# ---- design 1 ----
==> design_1/congestion_map.png <==
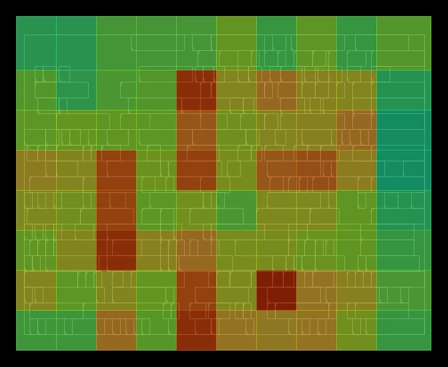

$ cat src/rtl/fetch_decode_unit.sv
// Single-issue fetch/decode control stage for the register-bank datapath.
// Optional fetch timeout guarded by IMEM_TIMEOUT_EN (fault tied 0 when undefined).
module fetch_decode_unit #(
  parameter int              PC_W          = 5,
  parameter logic [PC_W-1:0] RESET_PC      = '0,
  parameter int              FETCH_TIMEOUT = 15
) (
  input  logic            clk,
  input  logic            rst_n,
  output logic            imem_req,
  output logic [PC_W-1:0] imem_addr,
  input  logic            imem_ack,
  input  logic [31:0]     imem_data,
  input  logic [4:0]      target,
  input  logic            cond_ok,
  output logic            alu_sum,
  output logic            wb,
  output logic            mem_wb,
  output logic            imm_wb,
  output logic            eq_in,
  output logic            lt_in,
  output logic            reset_st,
  output logic            set_st,
  output logic [4:0]      dest,
  output logic [4:0]      source1,
  output logic [4:0]      source2,
  output logic [PC_W-1:0] pc,
  output logic            halted,
  output logic            illegal,
  output logic            fault,
  output logic [15:0]     retired
);

  if (PC_W < 5 || FETCH_TIMEOUT < 1) begin : g_bad_params
    $error("fetch_decode_unit: PC_W must be >= 5 and FETCH_TIMEOUT >= 1");
  end

  localparam logic [3:0] OP_NOP = 4'd0, OP_ADD = 4'd1, OP_SUB = 4'd2, OP_CMP = 4'd3,
                         OP_CLR = 4'd4, OP_LDI = 4'd5, OP_STR = 4'd6, OP_BR  = 4'd7,
                         OP_HLT = 4'd8;

  typedef enum logic [1:0] {S_FETCH, S_EXEC, S_HALTED} state_t;

  state_t     state, state_nxt;
  logic [3:0] op;
  logic       take;
  logic       to_hit;
  logic       unused;

  assign unused    = ^imem_data[10:0];
  // Gate with rst_n so the request drops the instant reset asserts.
  assign imem_req  = rst_n && (state == S_FETCH);
  assign imem_addr = pc;
  assign take      = (state == S_FETCH) && imem_ack;

`ifdef IMEM_TIMEOUT_EN
  localparam int TO_W = $clog2(FETCH_TIMEOUT + 1);
  logic [TO_W-1:0] wait_cnt;

  // Counter sits at 0 outside FETCH, so entry to FETCH always starts clean.
  assign to_hit = (state == S_FETCH) && !imem_ack && (wait_cnt == TO_W'(FETCH_TIMEOUT - 1));

  always_ff @(posedge clk or negedge rst_n) begin
    if (!rst_n)                            wait_cnt <= '0;
    else if (state != S_FETCH || imem_ack) wait_cnt <= '0;
    else                                   wait_cnt <= wait_cnt + TO_W'(1);
  end

  always_ff @(posedge clk or negedge rst_n) begin
    if (!rst_n)      fault <= 1'b0;
    else if (to_hit) fault <= 1'b1;
  end
`else
  assign to_hit = 1'b0;
  assign fault  = 1'b0;
`endif

  always_ff @(posedge clk or negedge rst_n) begin
    if (!rst_n) state <= S_FETCH;
    else        state <= state_nxt;
  end

  always_comb begin
    state_nxt = state;
    case (state)
      S_FETCH:  if (to_hit) state_nxt = S_HALTED;
                else if (imem_ack) state_nxt = S_EXEC;
      S_EXEC:   state_nxt = (op == OP_HLT) ? S_HALTED : S_FETCH;
      S_HALTED: state_nxt = S_HALTED;
      default:  state_nxt = S_FETCH;
    endcase
  end

  always_ff @(posedge clk or negedge rst_n) begin
    if (!rst_n) begin
      op       <= OP_NOP;
      alu_sum  <= 1'b0;
      wb       <= 1'b0;
      mem_wb   <= 1'b0;
      imm_wb   <= 1'b0;
      eq_in    <= 1'b0;
      lt_in    <= 1'b0;
      reset_st <= 1'b0;
      set_st   <= 1'b0;
      dest     <= '0;
      source1  <= '0;
      source2  <= '0;
      pc       <= RESET_PC;
      halted   <= 1'b0;
      illegal  <= 1'b0;
      retired  <= '0;
    end else begin
      // Strobes live for exactly the EXEC cycle; fields keep their last value.
      alu_sum  <= 1'b0;
      wb       <= 1'b0;
      mem_wb   <= 1'b0;
      imm_wb   <= 1'b0;
      eq_in    <= 1'b0;
      lt_in    <= 1'b0;
      reset_st <= 1'b0;
      set_st   <= 1'b0;
      if (take) begin
        op      <= imem_data[31:28];
        dest    <= imem_data[27:23];
        source1 <= imem_data[22:18];
        source2 <= imem_data[17:13];
        eq_in   <= imem_data[12];
        lt_in   <= imem_data[11];
        case (imem_data[31:28])
          OP_NOP, OP_HLT: ;
          OP_ADD: begin alu_sum <= 1'b1; wb <= 1'b1; end
          OP_SUB: wb <= 1'b1;
          OP_CMP: set_st <= 1'b1;
          OP_CLR: reset_st <= 1'b1;
          OP_LDI: imm_wb <= 1'b1;
          OP_STR: begin alu_sum <= 1'b1; mem_wb <= 1'b1; end
          OP_BR:  alu_sum <= 1'b1;
          default: illegal <= 1'b1;
        endcase
      end
      if (state == S_EXEC) begin
        if (retired != 16'hFFFF) retired <= retired + 16'd1;
        if (op == OP_HLT)                halted <= 1'b1;
        else if (op == OP_BR && cond_ok) pc     <= PC_W'(target);
        else                             pc     <= pc + PC_W'(1);
      end
      if (to_hit) halted <= 1'b1;
    end
  end

endmodule

$ cat config.mk
export PLATFORM = sky130hd
export DESIGN_NAME = fetch_decode_unit
export DESIGN_NICKNAME = d
export VERILOG_FILES = /design/src/rtl/fetch_decode_unit.sv
export SDC_FILE = /design/constraint.sdc
export NUM_CORES = 1
export LEC_CHECK = 0
export CORE_ASPECT_RATIO = 0.8
export CORE_UTILIZATION = 60
export CTS_BUF_LIST = sky130_fd_sc_hd__clkbuf_4 sky130_fd_sc_hd__clkbuf_8
export DETAILED_ROUTE_END_ITERATION = 12
export DONT_BUFFER_PORTS = 1
export PLACE_DENSITY = 0.81
export REMOVE_ABC_BUFFERS = 1
export SYNTH_ARGS = -nofsm -noshare
export SYNTH_HDL_FRONTEND = slang
export SYNTH_SLANG_ARGS = --single-unit
$ cat constraint.sdc
create_clock -name clk -period 3.88 [get_ports clk]
set_clock_uncertainty 0.15 [all_clocks]
set_input_delay 0.388 -clock clk [delete_from_list [all_inputs] [get_ports clk]]
set_output_delay 0.388 -clock clk [all_outputs]
set_load 0.005 [all_outputs]
# ---- design 2 ----
===== src/rtl/keypad_pkg.sv =====
// Shared types and constants for the keypad word buffer.
package keypad_pkg;

    typedef enum logic [1:0] {
        COLLECT = 2'd0,
        HOLD    = 2'd1,
        DONE    = 2'd2
    } word_buf_state_t;

    localparam logic [7:0] ASCII_A = 8'd65;
    localparam logic [7:0] ASCII_Z = 8'd90;

    // True for an upper-case ASCII letter.
    function automatic logic is_upper_letter(input logic [7:0] c);
        return (c >= ASCII_A) && (c <= ASCII_Z);
    endfunction

endpackage


===== src/rtl/keypad_word_buffer_rise_detect.sv =====
// Rising-edge detector for a level input. The history register resets to
// RST_VAL so a level already high at reset release produces no event.
module rise_detect #(
    parameter logic RST_VAL = 1'b1
) (
    input  logic clk,
    input  logic rst,
    input  logic d,
    output logic rise
);

    logic d_q;

    // Remember the previous level of d.
    always_ff @(posedge clk) begin
        if (rst) begin
            d_q <= RST_VAL;
        end else begin
            d_q <= d;
        end
    end

    assign rise = d & ~d_q;

endmodule


===== src/rtl/keypad_word_buffer.sv =====
// Collects keypad letters into a fixed-length word and hands the finished
// word to game logic.
//
// word_valid/word_ready: once word_valid rises, word_data is held stable and
// word_valid stays high until a cycle in which word_ready is high; that cycle
// is the transfer, and the buffer is empty and word_valid low on the next one.
module keypad_word_buffer
    import keypad_pkg::*;
#(
    parameter  int WORD_LEN = 5,
    localparam int CNT_W    = $clog2(WORD_LEN + 1)
) (
    input  logic                  clk,
    input  logic                  rst,
    input  logic                  letter_ready,
    input  logic [7:0]            letter_data,
    input  logic                  submit_word,
    input  logic                  game_end,
    input  logic                  word_ready,
    output logic                  word_valid,
    output logic [8*WORD_LEN-1:0] word_data,
    output logic [CNT_W-1:0]      count,
    output logic                  full,
    output logic                  reject,
    output logic                  game_over,
    output logic [1:0]            state_dbg
);

    localparam logic [CNT_W-1:0] FULL_CNT = CNT_W'(WORD_LEN);

    logic ev_letter;
    logic ev_submit;
    logic ev_game_end;

    word_buf_state_t       state_q, state_n;
    logic [CNT_W-1:0]      count_q, count_n;
    logic [8*WORD_LEN-1:0] word_q, word_n;
    logic                  reject_q, reject_n;

    rise_detect #(.RST_VAL(1'b1)) u_rise_letter (
        .clk  (clk),
        .rst  (rst),
        .d    (letter_ready),
        .rise (ev_letter)
    );

    rise_detect #(.RST_VAL(1'b1)) u_rise_submit (
        .clk  (clk),
        .rst  (rst),
        .d    (submit_word),
        .rise (ev_submit)
    );

    rise_detect #(.RST_VAL(1'b1)) u_rise_game_end (
        .clk  (clk),
        .rst  (rst),
        .d    (game_end),
        .rise (ev_game_end)
    );

    // Register FSM state, word buffer, letter count and the reject pulse.
    always_ff @(posedge clk) begin
        if (rst) begin
            state_q  <= COLLECT;
            count_q  <= '0;
            word_q   <= '0;
            reject_q <= 1'b0;
        end else begin
            state_q  <= state_n;
            count_q  <= count_n;
            word_q   <= word_n;
            reject_q <= reject_n;
        end
    end

    // Next state: game end first, then handshake, then submit, then letter.
    always_comb begin
        state_n  = state_q;
        count_n  = count_q;
        word_n   = word_q;
        reject_n = 1'b0;

        case (state_q)
            COLLECT: begin
                if (ev_game_end) begin
                    state_n = DONE;
                    count_n = '0;
                    word_n  = '0;
                end else if (ev_submit) begin
                    // A letter in the same cycle is never stored.
                    if (count_q == FULL_CNT) begin
                        state_n = HOLD;
                    end else begin
                        reject_n = 1'b1;
                    end
                    if (ev_letter) begin
                        reject_n = 1'b1;
                    end
                end else if (ev_letter) begin
                    if (is_upper_letter(letter_data) && (count_q < FULL_CNT)) begin
                        for (int i = 0; i < WORD_LEN; i++) begin
                            if (count_q == CNT_W'(i)) begin
                                word_n[8*(WORD_LEN-1-i) +: 8] = letter_data;
                            end
                        end
                        count_n = count_q + 1'b1;
                    end else begin
                        reject_n = 1'b1;
                    end
                end
            end

            HOLD: begin
                if (ev_game_end) begin
                    state_n = DONE;
                    count_n = '0;
                    word_n  = '0;
                end else begin
                    if (word_ready) begin
                        state_n = COLLECT;
                        count_n = '0;
                        word_n  = '0;
                    end
                    // The word is owned by game logic; keypad input is refused.
                    if (ev_letter || ev_submit) begin
                        reject_n = 1'b1;
                    end
                end
            end

            DONE: begin
                // Terminal until reset; events are silently ignored.
                count_n = '0;
                word_n  = '0;
            end

            default: begin
                state_n = COLLECT;
                count_n = '0;
                word_n  = '0;
            end
        endcase
    end

    assign word_valid = (state_q == HOLD);
    assign game_over  = (state_q == DONE);
    assign word_data  = word_q;
    assign count      = count_q;
    assign full       = (count_q == FULL_CNT);
    assign reject     = reject_q;
    assign state_dbg  = state_q;

endmodule


===== config.mk =====
export PLATFORM = sky130hd
export DESIGN_NAME = keypad_word_buffer
export DESIGN_NICKNAME = d
export VERILOG_FILES = /design/src/rtl/keypad_pkg.sv /design/src/rtl/keypad_word_buffer_rise_detect.sv /design/src/rtl/keypad_word_buffer.sv
export SDC_FILE = /design/constraint.sdc
export NUM_CORES = 1
export LEC_CHECK = 0
export CORE_ASPECT_RATIO = 0.8
export CORE_MARGIN = 4
export CORE_UTILIZATION = 36
export DETAILED_ROUTE_END_ITERATION = 10
export PLACE_DENSITY = 0.67
export SLEW_MARGIN = 20
export SYNTH_ARGS = -nofsm -noshare
export SYNTH_HDL_FRONTEND = slang
export SYNTH_SLANG_ARGS = --single-unit

===== constraint.sdc =====
create_clock -name clk -period 1.84 [get_ports clk]
set_input_delay 0.368 -clock clk [delete_from_list [all_inputs] [get_ports clk]]
set_output_delay 0.368 -clock clk [all_outputs]
set_load 0.01 [all_outputs]

==> design_1/ff_map.png <==
(6 px per um)
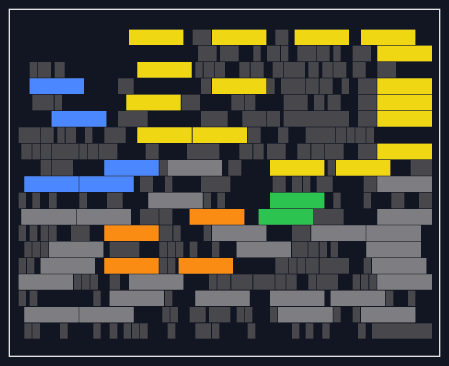
signal	color	flops
`op`	orange	4
`imem_addr`	blue	5
`retired`	yellow	16
`state`	green	2
not colored	25

Notes on design_1/congestion_map.png above:
met2 Use GR: 0.363
M1 GR Usage: 0.297
GRT Max-Usage Layer: met2

==> job_summary.md, design 1 <==
### Yosys + OpenROAD results

| Metric | Value |
|---|---|
| N_taps | 42 |
| Post-synth EDFFs | 0 |
| # fillers | 267 |
| Fin crit period | 2.95 ns |
| Overall power | 1660 uW |
| Synth logic family | simple AND/OR/NAND/NOR gates |
| Core Util, Final | 0.696 |
| OpenROAD warnings | 36 |
| Status | finished, final reports clean |
| Crit. Startpoint | state[1] |
| Register share of total power | 0.541 |
| Hold Path Class | in -> reg |
| WP buf/inv | 2 |
| Logic inverters | 7 |
| Crit path cell chain | nor2_1, nand2_1, inv_1, nand3b_1, nor3_1, dlygate4sd3_1 |
| Combinational power share | 0.239 |
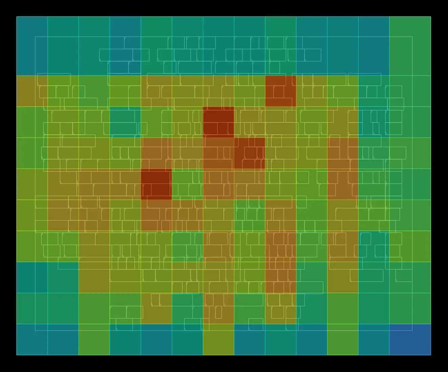
(design_2/congestion_map.png)
M1 GR Usage: 0.237
GRT Max-Usage Layer: met2
global routing usage on met3: 0.0450
met2 Use GR: 0.252
Tot GR Track Use: 0.165

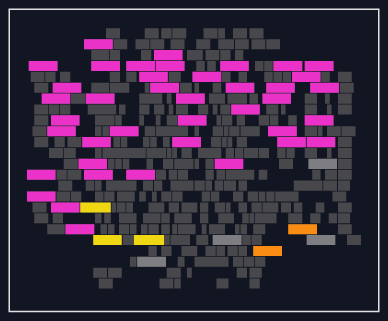
(design_2/ff_map.png)
(4 px per um)
signal	color	flops
`count`	yellow	3
`word_data`	magenta	40
`state_dbg`	orange	2
not colored	4

==> job_summary.md, design 2 <==
### Yosys + OpenROAD results

| Metric | Value |
|---|---|
| Status | finished, final reports clean |
| Vias per std cell | just under 5 |
| # fillers | 491 |
| Logic inverters | 19 |
| Core ar. | 5470 um2 |
| Yosys cell types | 38 |
| Postcts setup bufs | 14 |
| Share of cells above drive strength 1 | 0.274 |
| R2R depth | 7 |
| H-tree depth | 2 |
| Post-Synth Adder-Cell Area | 0.0308 |
| Yosys reg bits | a little under 50 |
| Fp_density | 0.372 |
| Final Max Slew Viols | 0 |
| WS Path Type | in -> reg |
| Post-synth top area cell | dfxtp_1 |
| Largest net degree at the start of global routing | 25 |
| Top cells by area | dfxtp_1, o32ai_1, inv_1, nand2b_1, nor3b_1 |
| DP Cell Count | 372 |
| Comb power | roughly 280 uW |
| Via count | 1927 |
| Worst-Margin Slew | roughly 0.42 ns |

==> gallery <==
M2 wires.
panel A
(4 px per um) Cells faint in the background.
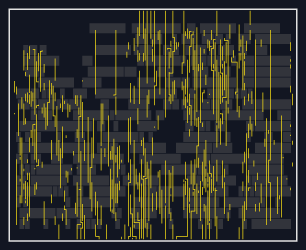
panel B
(3 px per um) Cells faint in the background.
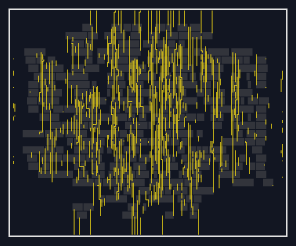
Design 1 is panel A.
Design 2 is panel B.
The one with the largest die is panel B.

Key to panel A:
main direction	vertical
share of all routed wire	45%
wire length on this layer	1960 um



## Gallery

Gate-type map.
image #1
(6 px per um)
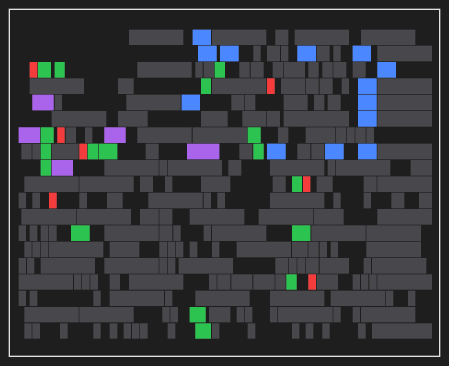
image #2
(4 px per um)
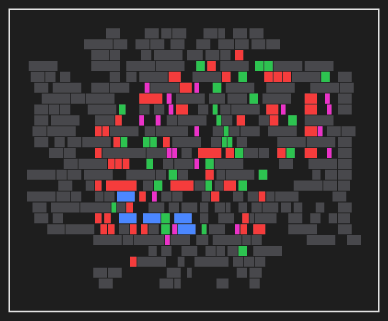
| from | picture |
|---|---|
| design 1 | image #1 |
| design 2 | image #2 |
The one with the most cells is image #2.

Key to image #1:
family	color	cells
mux cells	purple	5
aoi and oai cells	green	17
xor and xnor cells	blue	13
inv cells	red	7

Power is estimated from default activity; no workload was simulated.
